######## alu_dot_issuer ########
==> alu_dot_issuer/clock_wires.png <==
The bar under the picture is 20 um long.
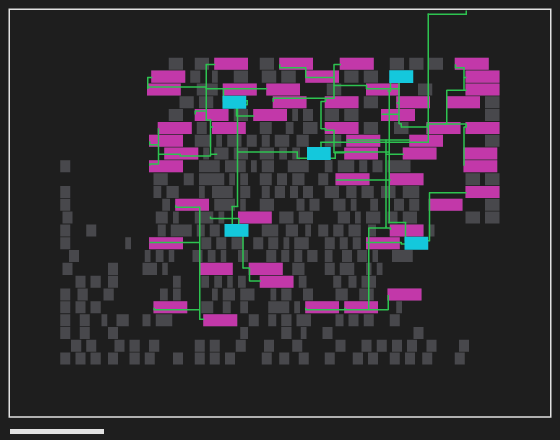

File: src/rtl/alu_dot_issuer.sv
// ---------------------------------------------------------------------------
// alu_dot_issuer
//
// Drives the MAC path of riscv_alu to compute a dot product. A command carries
// the number of (a,b) pairs. The issuer first sends one ADD 0,0 so the ALU
// clears its accumulator. It then forwards each operand pair as a MAC. The ALU
// result from the last MAC is the complete sum, and the issuer holds it until
// the consumer takes it.
//
// Ports
//   clk, rst                 rising-edge clock, synchronous active-high reset
//   cmd_valid/cmd_ready      command handshake; cmd_len = number of pairs
//   in_valid/in_ready        operand pair stream (in_a, in_b)
//   alu_valid/alu_a/alu_b/alu_op   issue port into the ALU
//   alu_result               ALU result, valid in the same cycle as the issue
//   res_valid/res_ready      result handshake; res_data = sum mod 2^WIDTH
//   busy                     high whenever this block owns the ALU
// ---------------------------------------------------------------------------
module alu_dot_issuer #(
    parameter int WIDTH = 32,
    parameter int LEN_W = 16
) (
    input  logic             clk,
    input  logic             rst,
    input  logic             cmd_valid,
    output logic             cmd_ready,
    input  logic [LEN_W-1:0] cmd_len,
    input  logic             in_valid,
    output logic             in_ready,
    input  logic [WIDTH-1:0] in_a,
    input  logic [WIDTH-1:0] in_b,
    output logic             alu_valid,
    output logic [WIDTH-1:0] alu_a,
    output logic [WIDTH-1:0] alu_b,
    output logic [3:0]       alu_op,
    input  logic [WIDTH-1:0] alu_result,
    output logic             res_valid,
    input  logic             res_ready,
    output logic [WIDTH-1:0] res_data,
    output logic             busy
);

    localparam logic [3:0] OP_ADD = 4'b0000;
    localparam logic [3:0] OP_MAC = 4'b1011;

    typedef enum logic [1:0] {
        S_IDLE  = 2'd0,
        S_CLEAR = 2'd1,
        S_RUN   = 2'd2,
        S_DONE  = 2'd3
    } state_t;

    state_t             state_q, state_d;
    logic [LEN_W-1:0]   remaining_q, remaining_d;
    logic [WIDTH-1:0]   res_data_q, res_data_d;

    // Next-state and datapath
    always_comb begin
        state_d     = state_q;
        remaining_d = remaining_q;
        res_data_d  = res_data_q;
        case (state_q)
            S_IDLE: begin
                if (cmd_valid) begin
                    remaining_d = cmd_len;
                    state_d     = S_CLEAR;
                end
            end
            S_CLEAR: begin
                // An empty command skips RUN and reports a zero sum.
                if (remaining_q == '0) begin
                    res_data_d = '0;
                    state_d    = S_DONE;
                end else begin
                    state_d = S_RUN;
                end
            end
            S_RUN: begin
                if (in_valid) begin
                    remaining_d = remaining_q - LEN_W'(1);
                    // The MAC issued on the final beat already includes every
                    // earlier product, so its result is the finished sum.
                    if (remaining_q == LEN_W'(1)) begin
                        res_data_d = alu_result;
                        state_d    = S_DONE;
                    end
                end
            end
            S_DONE: begin
                if (res_ready) begin
                    state_d = S_IDLE;
                end
            end
            default: state_d = S_IDLE;
        endcase
    end

    always_ff @(posedge clk) begin
        if (rst) begin
            state_q     <= S_IDLE;
            remaining_q <= '0;
            res_data_q  <= '0;
        end else begin
            state_q     <= state_d;
            remaining_q <= remaining_d;
            res_data_q  <= res_data_d;
        end
    end

    // Handshake and status outputs are decoded directly from the state flops.
    assign cmd_ready = (state_q == S_IDLE);
    assign in_ready  = (state_q == S_RUN);
    assign res_valid = (state_q == S_DONE);
    assign busy      = (state_q != S_IDLE);
    assign res_data  = res_data_q;

    // ALU issue port. In RUN the operand stream passes straight through, so a
    // stalled beat produces no issue and leaves the accumulator untouched.
    always_comb begin
        alu_valid = 1'b0;
        alu_op    = OP_ADD;
        alu_a     = '0;
        alu_b     = '0;
        case (state_q)
            S_CLEAR: begin
                alu_valid = 1'b1;
            end
            S_RUN: begin
                alu_valid = in_valid;
                alu_op    = OP_MAC;
                alu_a     = in_a;
                alu_b     = in_b;
            end
            default: ;
        endcase
    end

endmodule

File: config.mk
export PLATFORM = sky130hd
export DESIGN_NAME = alu_dot_issuer
export DESIGN_NICKNAME = d
export VERILOG_FILES = /design/src/rtl/alu_dot_issuer.sv
export SDC_FILE = /design/constraint.sdc
export NUM_CORES = 1
export LEC_CHECK = 0
export CAP_MARGIN = 10
export CELL_PAD_IN_SITES_DETAIL_PLACEMENT = 1
export CELL_PAD_IN_SITES_GLOBAL_PLACEMENT = 1
export CORE_ASPECT_RATIO = 0.7
export CORE_MARGIN = 10
export CORE_UTILIZATION = 46
export DETAILED_ROUTE_END_ITERATION = 16
export DONT_BUFFER_PORTS = 1
export PLACE_DENSITY = 0.94
export SLEW_MARGIN = 10
export SYNTH_ARGS = -nofsm -noshare
export SYNTH_HDL_FRONTEND = slang
export SYNTH_SLANG_ARGS = --single-unit
export TNS_END_PERCENT = 100
File: constraint.sdc
create_clock -name clk -period 4 [get_ports clk]
set_input_delay 0.8 -clock clk [delete_from_list [all_inputs] [get_ports clk]]
set_output_delay 0.8 -clock clk [all_outputs]
set_load 0.01 [all_outputs]
######## cnn_maxpool_reader_flat ########
**src/rtl/cnn_maxpool_reader_if.sv**
```systemverilog
// Bundles the conv-RAM read port and the pooled-result valid/ready stream of cnn_maxpool_reader.
// master = the pooling reader, slave = RAM plus downstream consumer.
interface cnn_maxpool_reader_if #(
    parameter int DATA_W = 16,
    parameter int ADDR_W = 12,
    parameter int FILT_W = 2
);
    logic              rd_en;
    logic [ADDR_W-1:0] rd_addr;
    logic [DATA_W-1:0] rd_data;
    logic              out_valid;
    logic              out_ready;
    logic [DATA_W-1:0] out_data;
    logic [FILT_W-1:0] out_filt;

    modport master (
        output rd_en, rd_addr, out_valid, out_data, out_filt,
        input  rd_data, out_ready
    );

    modport slave (
        input  rd_en, rd_addr, out_valid, out_data, out_filt,
        output rd_data, out_ready
    );
endinterface

```
**src/rtl/cnn_maxpool_reader.sv**
```systemverilog
// 2x2 stride-2 max pooling over the conv feature-map RAM, one filter per output, valid/ready result stream.
// Define POOL_RELU_EN to clamp each pooled result to max(result, 0) (fused ReLU).
module cnn_maxpool_reader #(
    parameter int DATA_W   = 16,
    parameter int FMAP_W   = 26,
    parameter int FMAP_H   = 26,
    parameter int NUM_FILT = 4,
    parameter int ADDR_W   = 12
) (
    input  logic                  clk,
    input  logic                  rst_n,
    input  logic                  pool_start,
    output logic                  busy,
    output logic                  pool_done,
    cnn_maxpool_reader_if.master  bus
);
    localparam int PH     = FMAP_H / 2;
    localparam int PW     = FMAP_W / 2;
    localparam int FILT_W = (NUM_FILT > 1) ? $clog2(NUM_FILT) : 1;
    localparam int PR_W   = (PH > 1) ? $clog2(PH) : 1;
    localparam int PC_W   = (PW > 1) ? $clog2(PW) : 1;

    typedef enum logic [2:0] {IDLE, ISSUE, DRAIN, EMIT, DONE} state_t;

    state_t                     state;
    logic [1:0]                 tap;
    logic [PR_W-1:0]            pr, nxt_pr;
    logic [PC_W-1:0]            pc, nxt_pc;
    logic [FILT_W-1:0]          filt, nxt_filt;
    logic signed [DATA_W-1:0]   run_max, pool_max, rd_s;
    logic                       last_filt, last_pc, last_pr, last_out;

    // Taps k=0..3 walk the 2x2 window row-major; odd trailing rows/cols are never addressed.
    function automatic logic [ADDR_W-1:0] tap_addr(input int r0, input int c0, input int f, input int k);
        int a;
        a = ((2*r0 + k/2)*FMAP_W + 2*c0 + k%2)*NUM_FILT + f;
        return a[ADDR_W-1:0];
    endfunction

    assign rd_s     = $signed(bus.rd_data);
    assign pool_max = (rd_s > run_max) ? rd_s : run_max;

    always_comb begin
        last_filt = (filt == FILT_W'(NUM_FILT-1));
        last_pc   = (pc == PC_W'(PW-1));
        last_pr   = (pr == PR_W'(PH-1));
        last_out  = last_filt && last_pc && last_pr;
        nxt_filt  = last_filt ? '0 : filt + 1'b1;
        nxt_pc    = last_filt ? (last_pc ? '0 : pc + 1'b1) : pc;
        nxt_pr    = (last_filt && last_pc) ? pr + 1'b1 : pr;
    end

    // NOTE: all state below is updated with non-blocking assignments so every branch sees pre-edge values.
    always_ff @(posedge clk) begin
        if (!rst_n) begin
            // NOTE: reset clears every register, data path included, so outputs read 0 right after reset.
            state         <= IDLE;
            tap           <= '0;
            pr            <= '0;
            pc            <= '0;
            filt          <= '0;
            run_max       <= '0;
            busy          <= 1'b0;
            pool_done     <= 1'b0;
            bus.rd_en     <= 1'b0;
            bus.rd_addr   <= '0;
            bus.out_valid <= 1'b0;
            bus.out_data  <= '0;
            bus.out_filt  <= '0;
        end else begin
            pool_done <= 1'b0;
            case (state)
                IDLE: if (pool_start) begin
                    state       <= ISSUE;
                    busy        <= 1'b1;
                    tap         <= '0;
                    pr          <= '0;
                    pc          <= '0;
                    filt        <= '0;
                    bus.rd_en   <= 1'b1;
                    bus.rd_addr <= tap_addr(0, 0, 0, 0);
                end
                ISSUE: begin
                    // Read data lags the address by one cycle: at tap k we capture tap k-1.
                    if (tap != 2'd0)
                        run_max <= (tap == 2'd1 || rd_s > run_max) ? rd_s : run_max;
                    if (tap == 2'd3) begin
                        bus.rd_en <= 1'b0;
                        state     <= DRAIN;
                    end else begin
                        tap         <= tap + 2'd1;
                        bus.rd_addr <= tap_addr(int'(pr), int'(pc), int'(filt), int'(tap) + 1);
                    end
                end
                DRAIN: begin
`ifdef POOL_RELU_EN
                    bus.out_data <= pool_max[DATA_W-1] ? '0 : pool_max;
`else
                    bus.out_data <= pool_max;
`endif
                    bus.out_filt  <= filt;
                    bus.out_valid <= 1'b1;
                    state         <= EMIT;
                end
                EMIT: if (bus.out_ready) begin
                    bus.out_valid <= 1'b0;
                    if (last_out) begin
                        state     <= DONE;
                        pool_done <= 1'b1;
                        busy      <= 1'b0;
                    end else begin
                        pr          <= nxt_pr;
                        pc          <= nxt_pc;
                        filt        <= nxt_filt;
                        tap         <= '0;
                        bus.rd_en   <= 1'b1;
                        bus.rd_addr <= tap_addr(int'(nxt_pr), int'(nxt_pc), int'(nxt_filt), 0);
                        state       <= ISSUE;
                    end
                end
                DONE:    state <= IDLE;
                default: state <= IDLE;
            endcase
        end
    end
endmodule

```
**src/flat_wrapper.sv**
```systemverilog
// flat-port wrapper written by rule: the top's interface ports become plain ports
module cnn_maxpool_reader_flat 
#(
    parameter int DATA_W   = 16,
    parameter int FMAP_W   = 26,
    parameter int FMAP_H   = 26,
    parameter int NUM_FILT = 4,
    parameter int ADDR_W   = 12
)
  (clk, rst_n, pool_start, busy, pool_done, bus_rd_en, bus_rd_addr, bus_out_valid, bus_out_data, bus_out_filt, bus_rd_data, bus_out_ready);
  cnn_maxpool_reader_if #(.DATA_W(DATA_W), .ADDR_W(ADDR_W), .FILT_W((1))) bus_i ();
  input  logic clk;
  input  logic rst_n;
  input  logic pool_start;
  output logic busy;
  output logic pool_done;
  output wire logic [$bits(bus_i.rd_en)-1:0] bus_rd_en;
  output wire logic [$bits(bus_i.rd_addr)-1:0] bus_rd_addr;
  output wire logic [$bits(bus_i.out_valid)-1:0] bus_out_valid;
  output wire logic [$bits(bus_i.out_data)-1:0] bus_out_data;
  output wire logic [$bits(bus_i.out_filt)-1:0] bus_out_filt;
  input wire logic [$bits(bus_i.rd_data)-1:0] bus_rd_data;
  input wire logic [$bits(bus_i.out_ready)-1:0] bus_out_ready;
  assign bus_rd_en = bus_i.rd_en;
  assign bus_rd_addr = bus_i.rd_addr;
  assign bus_out_valid = bus_i.out_valid;
  assign bus_out_data = bus_i.out_data;
  assign bus_out_filt = bus_i.out_filt;
  assign bus_i.rd_data = bus_rd_data;
  assign bus_i.out_ready = bus_out_ready;
  cnn_maxpool_reader #(.DATA_W(DATA_W), .FMAP_W(FMAP_W), .FMAP_H(FMAP_H), .NUM_FILT(NUM_FILT), .ADDR_W(ADDR_W)) u_core (.clk(clk), .rst_n(rst_n), .pool_start(pool_start), .busy(busy), .pool_done(pool_done), .bus(bus_i));
endmodule
```
**config.mk**
```make
export PLATFORM = sky130hd
export DESIGN_NAME = cnn_maxpool_reader_flat
export DESIGN_NICKNAME = d
export VERILOG_FILES = /design/src/rtl/cnn_maxpool_reader_if.sv /design/src/rtl/cnn_maxpool_reader.sv /design/src/flat_wrapper.sv
export SDC_FILE = /design/constraint.sdc
export NUM_CORES = 1
export LEC_CHECK = 0
export CAP_MARGIN = 40
export CORE_UTILIZATION = 50
export DETAILED_ROUTE_END_ITERATION = 10
export GPL_ROUTABILITY_DRIVEN = 0
export PLACE_DENSITY = 0.72
export SKIP_LAST_GASP = 1
export SYNTH_ARGS = -nofsm -noshare
export SYNTH_HDL_FRONTEND = slang
export SYNTH_SLANG_ARGS = --single-unit
```
**constraint.sdc**
```tcl
create_clock -name clk -period 4.2 [get_ports clk]
set_input_delay 0.42 -clock clk [delete_from_list [all_inputs] [get_ports clk]]
set_output_delay 0.42 -clock clk [all_outputs]
set_load 0.1 [all_outputs]
```
######## instr_cache ########
===== src/rtl/instr_cache_pkg.sv =====
// rtl/instr_cache_pkg.sv - shared parameters, FSM encoding and address-field helpers for instr_cache
package instr_cache_pkg;

    localparam int ADDR_W         = 16;
    localparam int DATA_W         = 16;
    localparam int LINES          = 16;
    localparam int WORDS_PER_LINE = 4;

    localparam int OFF_W = $clog2(WORDS_PER_LINE);
    localparam int IDX_W = $clog2(LINES);
    localparam int TAG_W = ADDR_W - IDX_W - OFF_W;

    typedef enum logic {
        IDLE   = 1'b0,
        REFILL = 1'b1
    } state_t;

    function automatic logic [TAG_W-1:0] addr_tag(input logic [ADDR_W-1:0] addr);
        return addr[ADDR_W-1 -: TAG_W];
    endfunction

    function automatic logic [IDX_W-1:0] addr_idx(input logic [ADDR_W-1:0] addr);
        return addr[OFF_W +: IDX_W];
    endfunction

    function automatic logic [OFF_W-1:0] addr_off(input logic [ADDR_W-1:0] addr);
        return addr[OFF_W-1:0];
    endfunction

endpackage


===== src/rtl/icache_array.sv =====
// rtl/icache_array.sv - valid/tag/data storage for instr_cache with combinational read
module icache_array
    import instr_cache_pkg::*;
(
    input  logic              clk,
    input  logic              rst,
    input  logic              inv_all,
    input  logic              word_we,
    input  logic [IDX_W-1:0]  word_idx,
    input  logic [OFF_W-1:0]  word_off,
    input  logic [DATA_W-1:0] word_data,
    input  logic              line_we,
    input  logic [IDX_W-1:0]  line_idx,
    input  logic [TAG_W-1:0]  line_tag,
    input  logic              line_valid,
    input  logic [IDX_W-1:0]  rd_idx,
    input  logic [OFF_W-1:0]  rd_off,
    output logic              rd_valid,
    output logic [TAG_W-1:0]  rd_tag,
    output logic [DATA_W-1:0] rd_data
);

    logic [LINES-1:0]  valid;
    logic [TAG_W-1:0]  tag_mem  [LINES];
    logic [DATA_W-1:0] data_mem [LINES*WORDS_PER_LINE];

    // Global invalidate wins over a simultaneous line install.
    always_ff @(posedge clk or posedge rst) begin
        if (rst) begin
            valid <= '0;
        end else if (inv_all) begin
            valid <= '0;
        end else if (line_we) begin
            valid[line_idx] <= line_valid;
        end
    end

    always_ff @(posedge clk) begin
        if (line_we) begin
            tag_mem[line_idx] <= line_tag;
        end
    end

    always_ff @(posedge clk) begin
        if (word_we) begin
            data_mem[{word_idx, word_off}] <= word_data;
        end
    end

    assign rd_valid = valid[rd_idx];
    assign rd_tag   = tag_mem[rd_idx];
    assign rd_data  = data_mem[{rd_idx, rd_off}];

endmodule


===== src/rtl/instr_cache.sv =====
// rtl/instr_cache.sv - direct-mapped read-only instruction cache with per-beat line refill
module instr_cache
    import instr_cache_pkg::*;
(
    input  logic              clk,
    input  logic              rst,
    input  logic              cpu_req,
    input  logic [ADDR_W-1:0] cpu_addr,
    input  logic              flush,
    output logic [DATA_W-1:0] instr_out,
    output logic              hit_out,
    output logic              stall_out,
    output logic              mem_req,
    output logic [ADDR_W-1:0] mem_addr,
    input  logic [DATA_W-1:0] mem_rdata,
    input  logic              mem_rvalid
);

    state_t            state, state_nxt;
    logic [OFF_W-1:0]  beat;
    logic [TAG_W-1:0]  miss_tag;
    logic [IDX_W-1:0]  miss_idx;
    logic              flush_pending;

    logic [TAG_W-1:0]  req_tag;
    logic [IDX_W-1:0]  req_idx;
    logic [OFF_W-1:0]  req_off;
    logic              arr_valid;
    logic [TAG_W-1:0]  arr_tag;
    logic [DATA_W-1:0] arr_data;
    logic              beat_done;
    logic              line_done;
    logic              miss;

    assign req_tag = addr_tag(cpu_addr);
    assign req_idx = addr_idx(cpu_addr);
    assign req_off = addr_off(cpu_addr);

    // Stray responses in IDLE never reach the arrays or the beat counter.
    assign beat_done = (state == REFILL) && mem_rvalid;
    assign line_done = beat_done && (beat == OFF_W'(WORDS_PER_LINE - 1));
    assign miss      = cpu_req && !hit_out;

    icache_array u_array (
        .clk        (clk),
        .rst        (rst),
        .inv_all    ((flush && state == IDLE) || (line_done && (flush_pending || flush))),
        .word_we    (beat_done),
        .word_idx   (miss_idx),
        .word_off   (beat),
        .word_data  (mem_rdata),
        .line_we    (line_done),
        .line_idx   (miss_idx),
        .line_tag   (miss_tag),
        .line_valid (!(flush_pending || flush)),
        .rd_idx     (req_idx),
        .rd_off     (req_off),
        .rd_valid   (arr_valid),
        .rd_tag     (arr_tag),
        .rd_data    (arr_data)
    );

    always_ff @(posedge clk or posedge rst) begin
        if (rst) begin
            state <= IDLE;
        end else begin
            state <= state_nxt;
        end
    end

    always_comb begin
        state_nxt = state;
        case (state)
            IDLE:    if (miss)      state_nxt = REFILL;
            REFILL:  if (line_done) state_nxt = IDLE;
            default:                state_nxt = IDLE;
        endcase
    end

    always_comb begin
        hit_out   = cpu_req && arr_valid && (arr_tag == req_tag) && (state == IDLE);
        instr_out = hit_out ? arr_data : '0;
        stall_out = cpu_req && !hit_out;
        mem_req   = (state == REFILL);
        mem_addr  = mem_req ? {miss_tag, miss_idx, beat} : '0;
    end

    // Beat counter wraps to zero on its own when the last beat lands.
    always_ff @(posedge clk or posedge rst) begin
        if (rst) begin
            beat          <= '0;
            miss_tag      <= '0;
            miss_idx      <= '0;
            flush_pending <= 1'b0;
        end else if (state == IDLE) begin
            flush_pending <= 1'b0;
            if (miss) begin
                miss_tag <= req_tag;
                miss_idx <= req_idx;
                beat     <= '0;
            end
        end else begin
            if (beat_done) begin
                beat <= beat + 1'b1;
            end
            if (line_done) begin
                flush_pending <= 1'b0;
            end else if (flush) begin
                flush_pending <= 1'b1;
            end
        end
    end

    cpu_addr_held_during_refill: assert property (
        @(posedge clk) disable iff (rst)
        (state == REFILL && cpu_req) |-> (req_tag == miss_tag && req_idx == miss_idx)
    );

endmodule


===== config.mk =====
export PLATFORM = sky130hd
export DESIGN_NAME = instr_cache
export DESIGN_NICKNAME = d
export VERILOG_FILES = /design/src/rtl/instr_cache_pkg.sv /design/src/rtl/icache_array.sv /design/src/rtl/instr_cache.sv
export SDC_FILE = /design/constraint.sdc
export NUM_CORES = 1
export LEC_CHECK = 0
export ABC_AREA = 1
export CAP_MARGIN = 40
export CORE_UTILIZATION = 35
export CTS_BUF_LIST = sky130_fd_sc_hd__clkbuf_8
export DETAILED_ROUTE_END_ITERATION = 7
export PLACE_DENSITY = 0.54
export REMOVE_ABC_BUFFERS = 1
export SETUP_SLACK_MARGIN = 0.05
export SLEW_MARGIN = 40
export SYNTH_ARGS = -nofsm -noshare
export SYNTH_HDL_FRONTEND = slang
export SYNTH_SLANG_ARGS = --single-unit

===== constraint.sdc =====
create_clock -name clk -period 6.45 [get_ports clk]
set_input_delay 1.29 -clock clk [delete_from_list [all_inputs] [get_ports clk]]
set_output_delay 1.29 -clock clk [all_outputs]
set_load 0.05 [all_outputs]

==> cnn_maxpool_reader_flat/layers.png <==
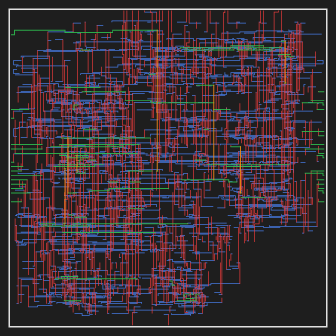
Blue is M1, wire length 5100 um. Orange is M4, wire length 139 um. Red is M2, wire length 5890 um. Green is M3, wire length 730 um.

==> CHANGELOG.md, cnn_maxpool_reader_flat <==
## Flow update

* Outcome: complete, but fails checks
* Violated checks: design-rule violations
* Critical path fanouts, max at 5
* Most frequent CP cell: ha_1
* Setup Fix Bufs, Post-CTS at 0
* Die Area at 0.00955 sq mm
* Fin Hold WS at 0.462 ns
* Synth Net Count at 639
* HP Start: u_core.bus.out_filt
* Inverters at 36
* Post-synth EDFFs at 0
* Top cell area share at 28.0%
* Post-layout period usage at 94.3%
* Area of the mapped netlist at approximately 0.0046 sq mm
* GR peak layer: met2
* MI comb area at 0.00308 sq mm
* DRC violations left at 8
* Number of well taps at approximately 110
* Slew HR at 48.5%
* TritonCTS clock tree: built
* Comb area share at 51.1%
* Chip area in the Yosys report at 0.00458 sq mm
* Met3 GRT Util at under 10%
* Reg2reg end: u_core.bus.rd_addr[11]
cnn_maxpool_reader_flat: flip-flops by register name, indices dropped and copies added (netlist names):
register / flops
u_core.bus.out_data: 16
u_core.bus.out_filt: 1
u_core.bus.out_valid: 1
u_core.bus.rd_addr: 12
u_core.bus.rd_en: 1
u_core.busy: 1
u_core.filt: 2
u_core.pc: 4
u_core.pool_done: 1
u_core.pr: 4
u_core.run_max: 16
u_core.state: 3
u_core.tap: 2
cnn_maxpool_reader_flat: through the flow:
stage | power, uW | utilization, %
detailed placement | 1010 | 65.2
CTS | 1660 | 68.0
floorplan | 868 | -
global route | 1710 | 68.4
finish | 1660 | 68.4
global placement | 953 | 58.9
cnn_maxpool_reader_flat: critical path, delay by kind of cell, from the launching register on:
kind / cells / cell delay (ns)
compound gates: 4 / 0.55
simple gates: 2 / 0.43
fa+ha+maj: 6 / 1.90
xor+xnor: 2 / 0.57
flops: 1 / 0.37
cnn_maxpool_reader_flat: power groups by stage:
stage / sequential (uW) / clock (uW) / combinational (uW)
after floorplan: 742 / 0 / 125
after global placement: 655 / 0 / 298
after detailed placement: 657 / 0 / 356
after CTS: 643 / 663 / 358
final: 643 / 655 / 359
after global routing: 646 / 685 / 382
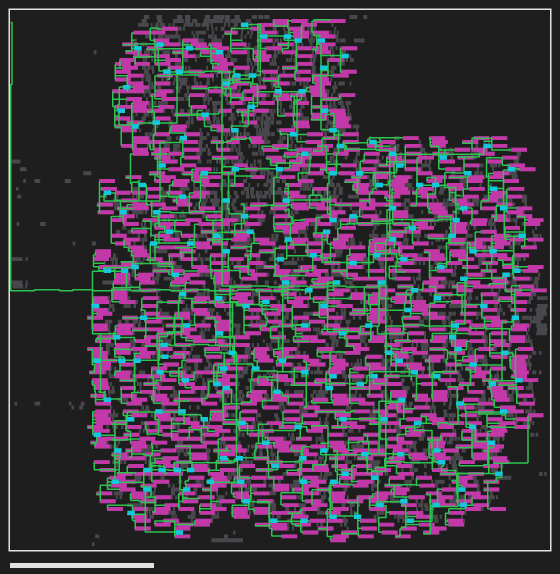
(instr_cache/clock_wires.png)
The bar under the picture is 100 um long.
Green is clock wires, length 15500 um. Cyan is clock-net drivers, count 195. Magenta is flip-flops, count 1218.
There are 196 routed clock nets.
Worst-Skew Late Latency: 0.91 ns
clock power share: 35.0%
Clk. pwr: 6070 uW

==> CHANGELOG.md, instr_cache <==
## Flow update

* Outcome: completed
* WL met3 at 10700 um
* CP Data Arrival Time at approximately 4.3 ns
* Power Density at 308 mW/mm^2
* Layout area overhead at 14.8%
* H-Tree Depth at 4
* Avg Cell Area, Syn at 13.0 sq um
* Clock skew at 0.0413 ns
* Post-Place Cell Area at between 0.05 and 0.06 sq mm
* Top cells by count: edfxtp_1 (1184), nand2_1 (924), a21oi_1 (391), nand3_1 (214), clkbuf_1 (192)
* Die width at 376 um
* First-pass DRT Iterations at 6
* WL met2 at 65500 um
* Dominant kind of combinational cell: AND-OR/OR-AND gates
* DR WL/cell at 24.7 um
* Fin util at 40.7%
* Critical-path cell list: buf_8 -> inv_8 -> buf_12 -> buf_4 -> nand2_1 -> a32o_1 -> o211ai_1 -> nand3_1 -> nand3_1 -> nand2_1 -> nor2_1 -> buf_12
instr_cache: routing by layer:
metal	vias to the layer above	track usage, %
met5	-	0
met4	6	6.99
met3	225	3.88
met2	1326	31.1
met1	16400	29.8
li1	14300	-
instr_cache: power groups by stage:
stage               clock (uW)  sequential (uW)  combinational, uW
floorplan                    0             9420                980
global placement             0             9540               1850
detailed placement           0             9550               1880
CTS                       6210             9380               1880
global route              6530             9410               2020
finish                    6070             9380               1890
instr_cache: registers in the layout (all words and copies together), names as in the netlist:
register / count
beat: 2
flush_pending: 1
mem_req: 1
miss_idx: 4
miss_tag: 10
u_array.data_mem: 1024
u_array.tag_mem: 160
u_array.valid: 16
instr_cache: critical path, delay by kind of cell:
family / cells / cell delay (ns)
buffers and inverters: 5 / 1.25
AOI/OAI and AO/OA: 2 / 0.66
and+or+nand+nor: 5 / 1.03
instr_cache: layout make-up:
class	count	area, sq um
clock inverter	158	761
timing repair buffer	228	2230
inverter	142	558
fill	13100	81900
multi-input combinational	2133	11200
sequential	1218	36400
tap	1863	2330
clock buffer	200	2750
antenna	3	7.51
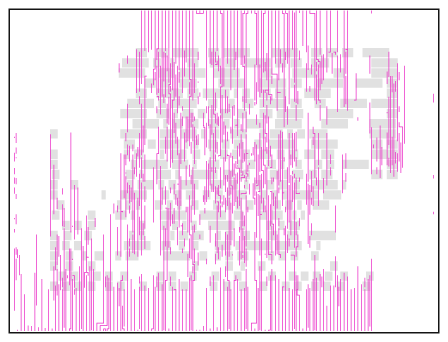
(alu_dot_issuer/m2.png)
Cells faint in the background.
The longest straight run is 33.5 um. The layer holds 52% of the routed length.
routed wire length: 10200 um
met2 Use GR: 34.1%
DR vias: 2449

## Picture notes: alu_dot_issuer/clock_wires.png
Magenta is flip-flops, count 50. Green is clock wires, length 594 um. Cyan is clock-net drivers, count 5.
There are 6 routed clock nets.
Worst-Skew Late Latency: 0.32 ns
Clk. pwr: 318 uW

==> CHANGELOG.md, alu_dot_issuer <==
## Flow update

* Pins Over Slew Limit at 0
* Comb area share at 55.4%
* Routed Antenna Nets at 0
* Async SR Flop Fraction at 0%
* Clock skew at between 0.01 and 0.015 ns
* Core area at 0.00616 sq mm
* Mux frac, synth at 1.04%
* Layout area overhead at 0.738%
* CP max stage delay at 0.79 ns
* Vias per cell at 6.28
* MI comb area at 0.00161 sq mm
* Fp_density at 46.8%
* Worst-path clk slew at 0.09 ns
* Top cells by count: and2_1 (65), dfxtp_1 (50), a22o_1 (32), a21oi_1 (13)
* Critical Path RT at 3.20 ns
* CP top delay family: adder cells
* TritonCTS clock tree: built
* Outcome: completed
* CP bufs+invs at 2
* CP Class: flip-flop to output port
* Power Density at about 670 mW/mm^2
* Slew HR at 41.6%
alu_dot_issuer: through the flow:
stage | setup WS (ns) | utilization [%] | hold WS, ns | instance area, sq um | cells
detailed placement | 1.17 | 45.6 | 0.502 | 2810 | 382
global placement | 1.30 | 45.6 | 0.473 | 2810 | 382
global route | 0.657 | 47.2 | 0.524 | 2900 | 390
floorplan | 1.42 | - | 0.461 | 2880 | 329
finish | 0.831 | 47.2 | 0.509 | 2900 | 390
CTS | 0.814 | 47.2 | 0.515 | 2900 | 390
alu_dot_issuer: sequential cells by signal (all words and copies together), names as in the netlist:
signal / flops
res_data: 32
remaining_q: 16
state_q: 2
alu_dot_issuer: per-layer routing:
metal  vias to the layer above  routed length, um  part of all wire, %  GRT usage [%]
li1                       1136                  -                    -              -
met1                      1197               3920                   38           20.5
met2                       100               5300                   52           34.1
met3                        16                825                  8.1           6.83
met4                         0                199                  1.9           6.02
met5                         -                  0                    0              0
alu_dot_issuer: power breakdown:
group	total (uW)	switching, uW	internal, uW
Combinational	994	653	341
Sequential	641	78.2	563
Clock	318	188	130


==> gallery <==
Signal wires on met3.
image #1
The bar under the picture is 100 um long. Cells faint in the background.
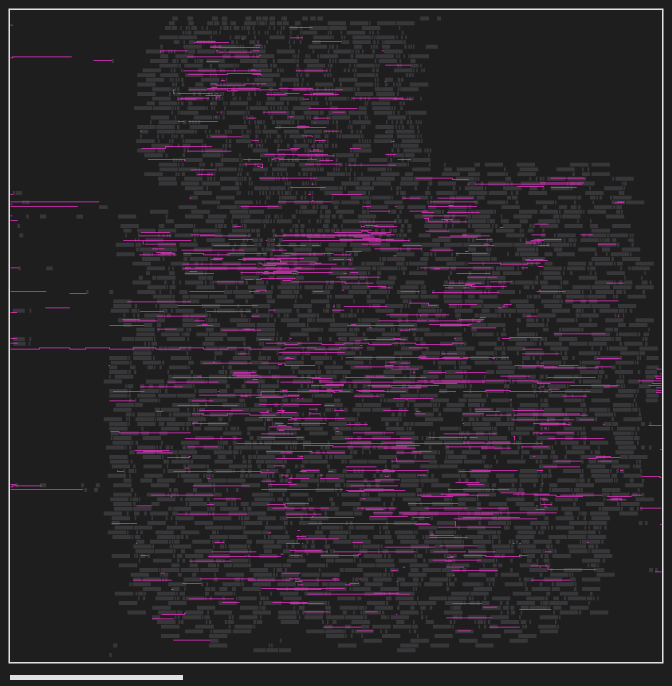
image #2
The bar under the picture is 20 um long. Cells faint in the background.
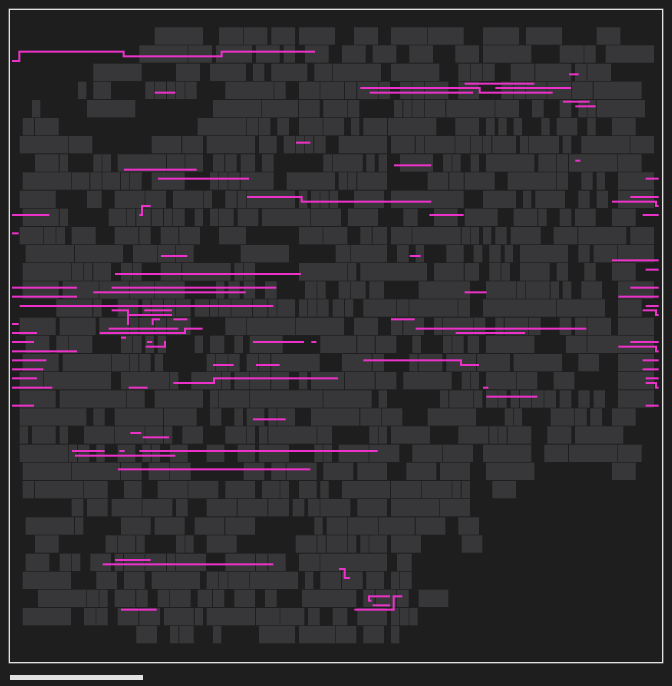
image #3
The bar under the picture is 20 um long. Cells faint in the background.
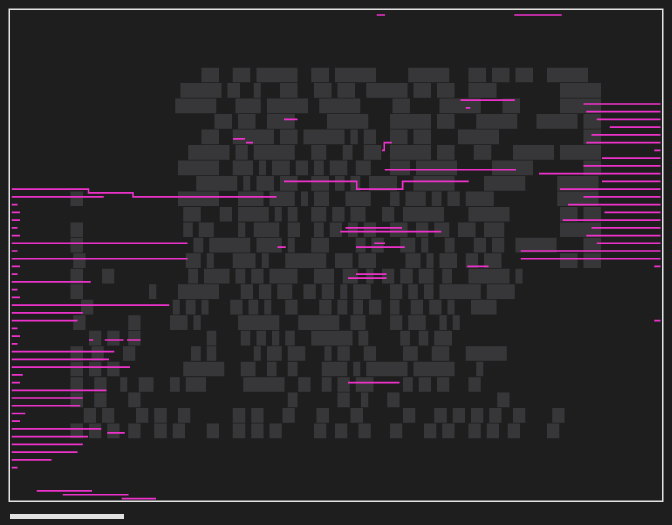
Of these, largest die: image #1
cnn_maxpool_reader_flat: image #2
alu_dot_issuer: image #3
instr_cache: image #1

Power and IR drop assume default switching activity.
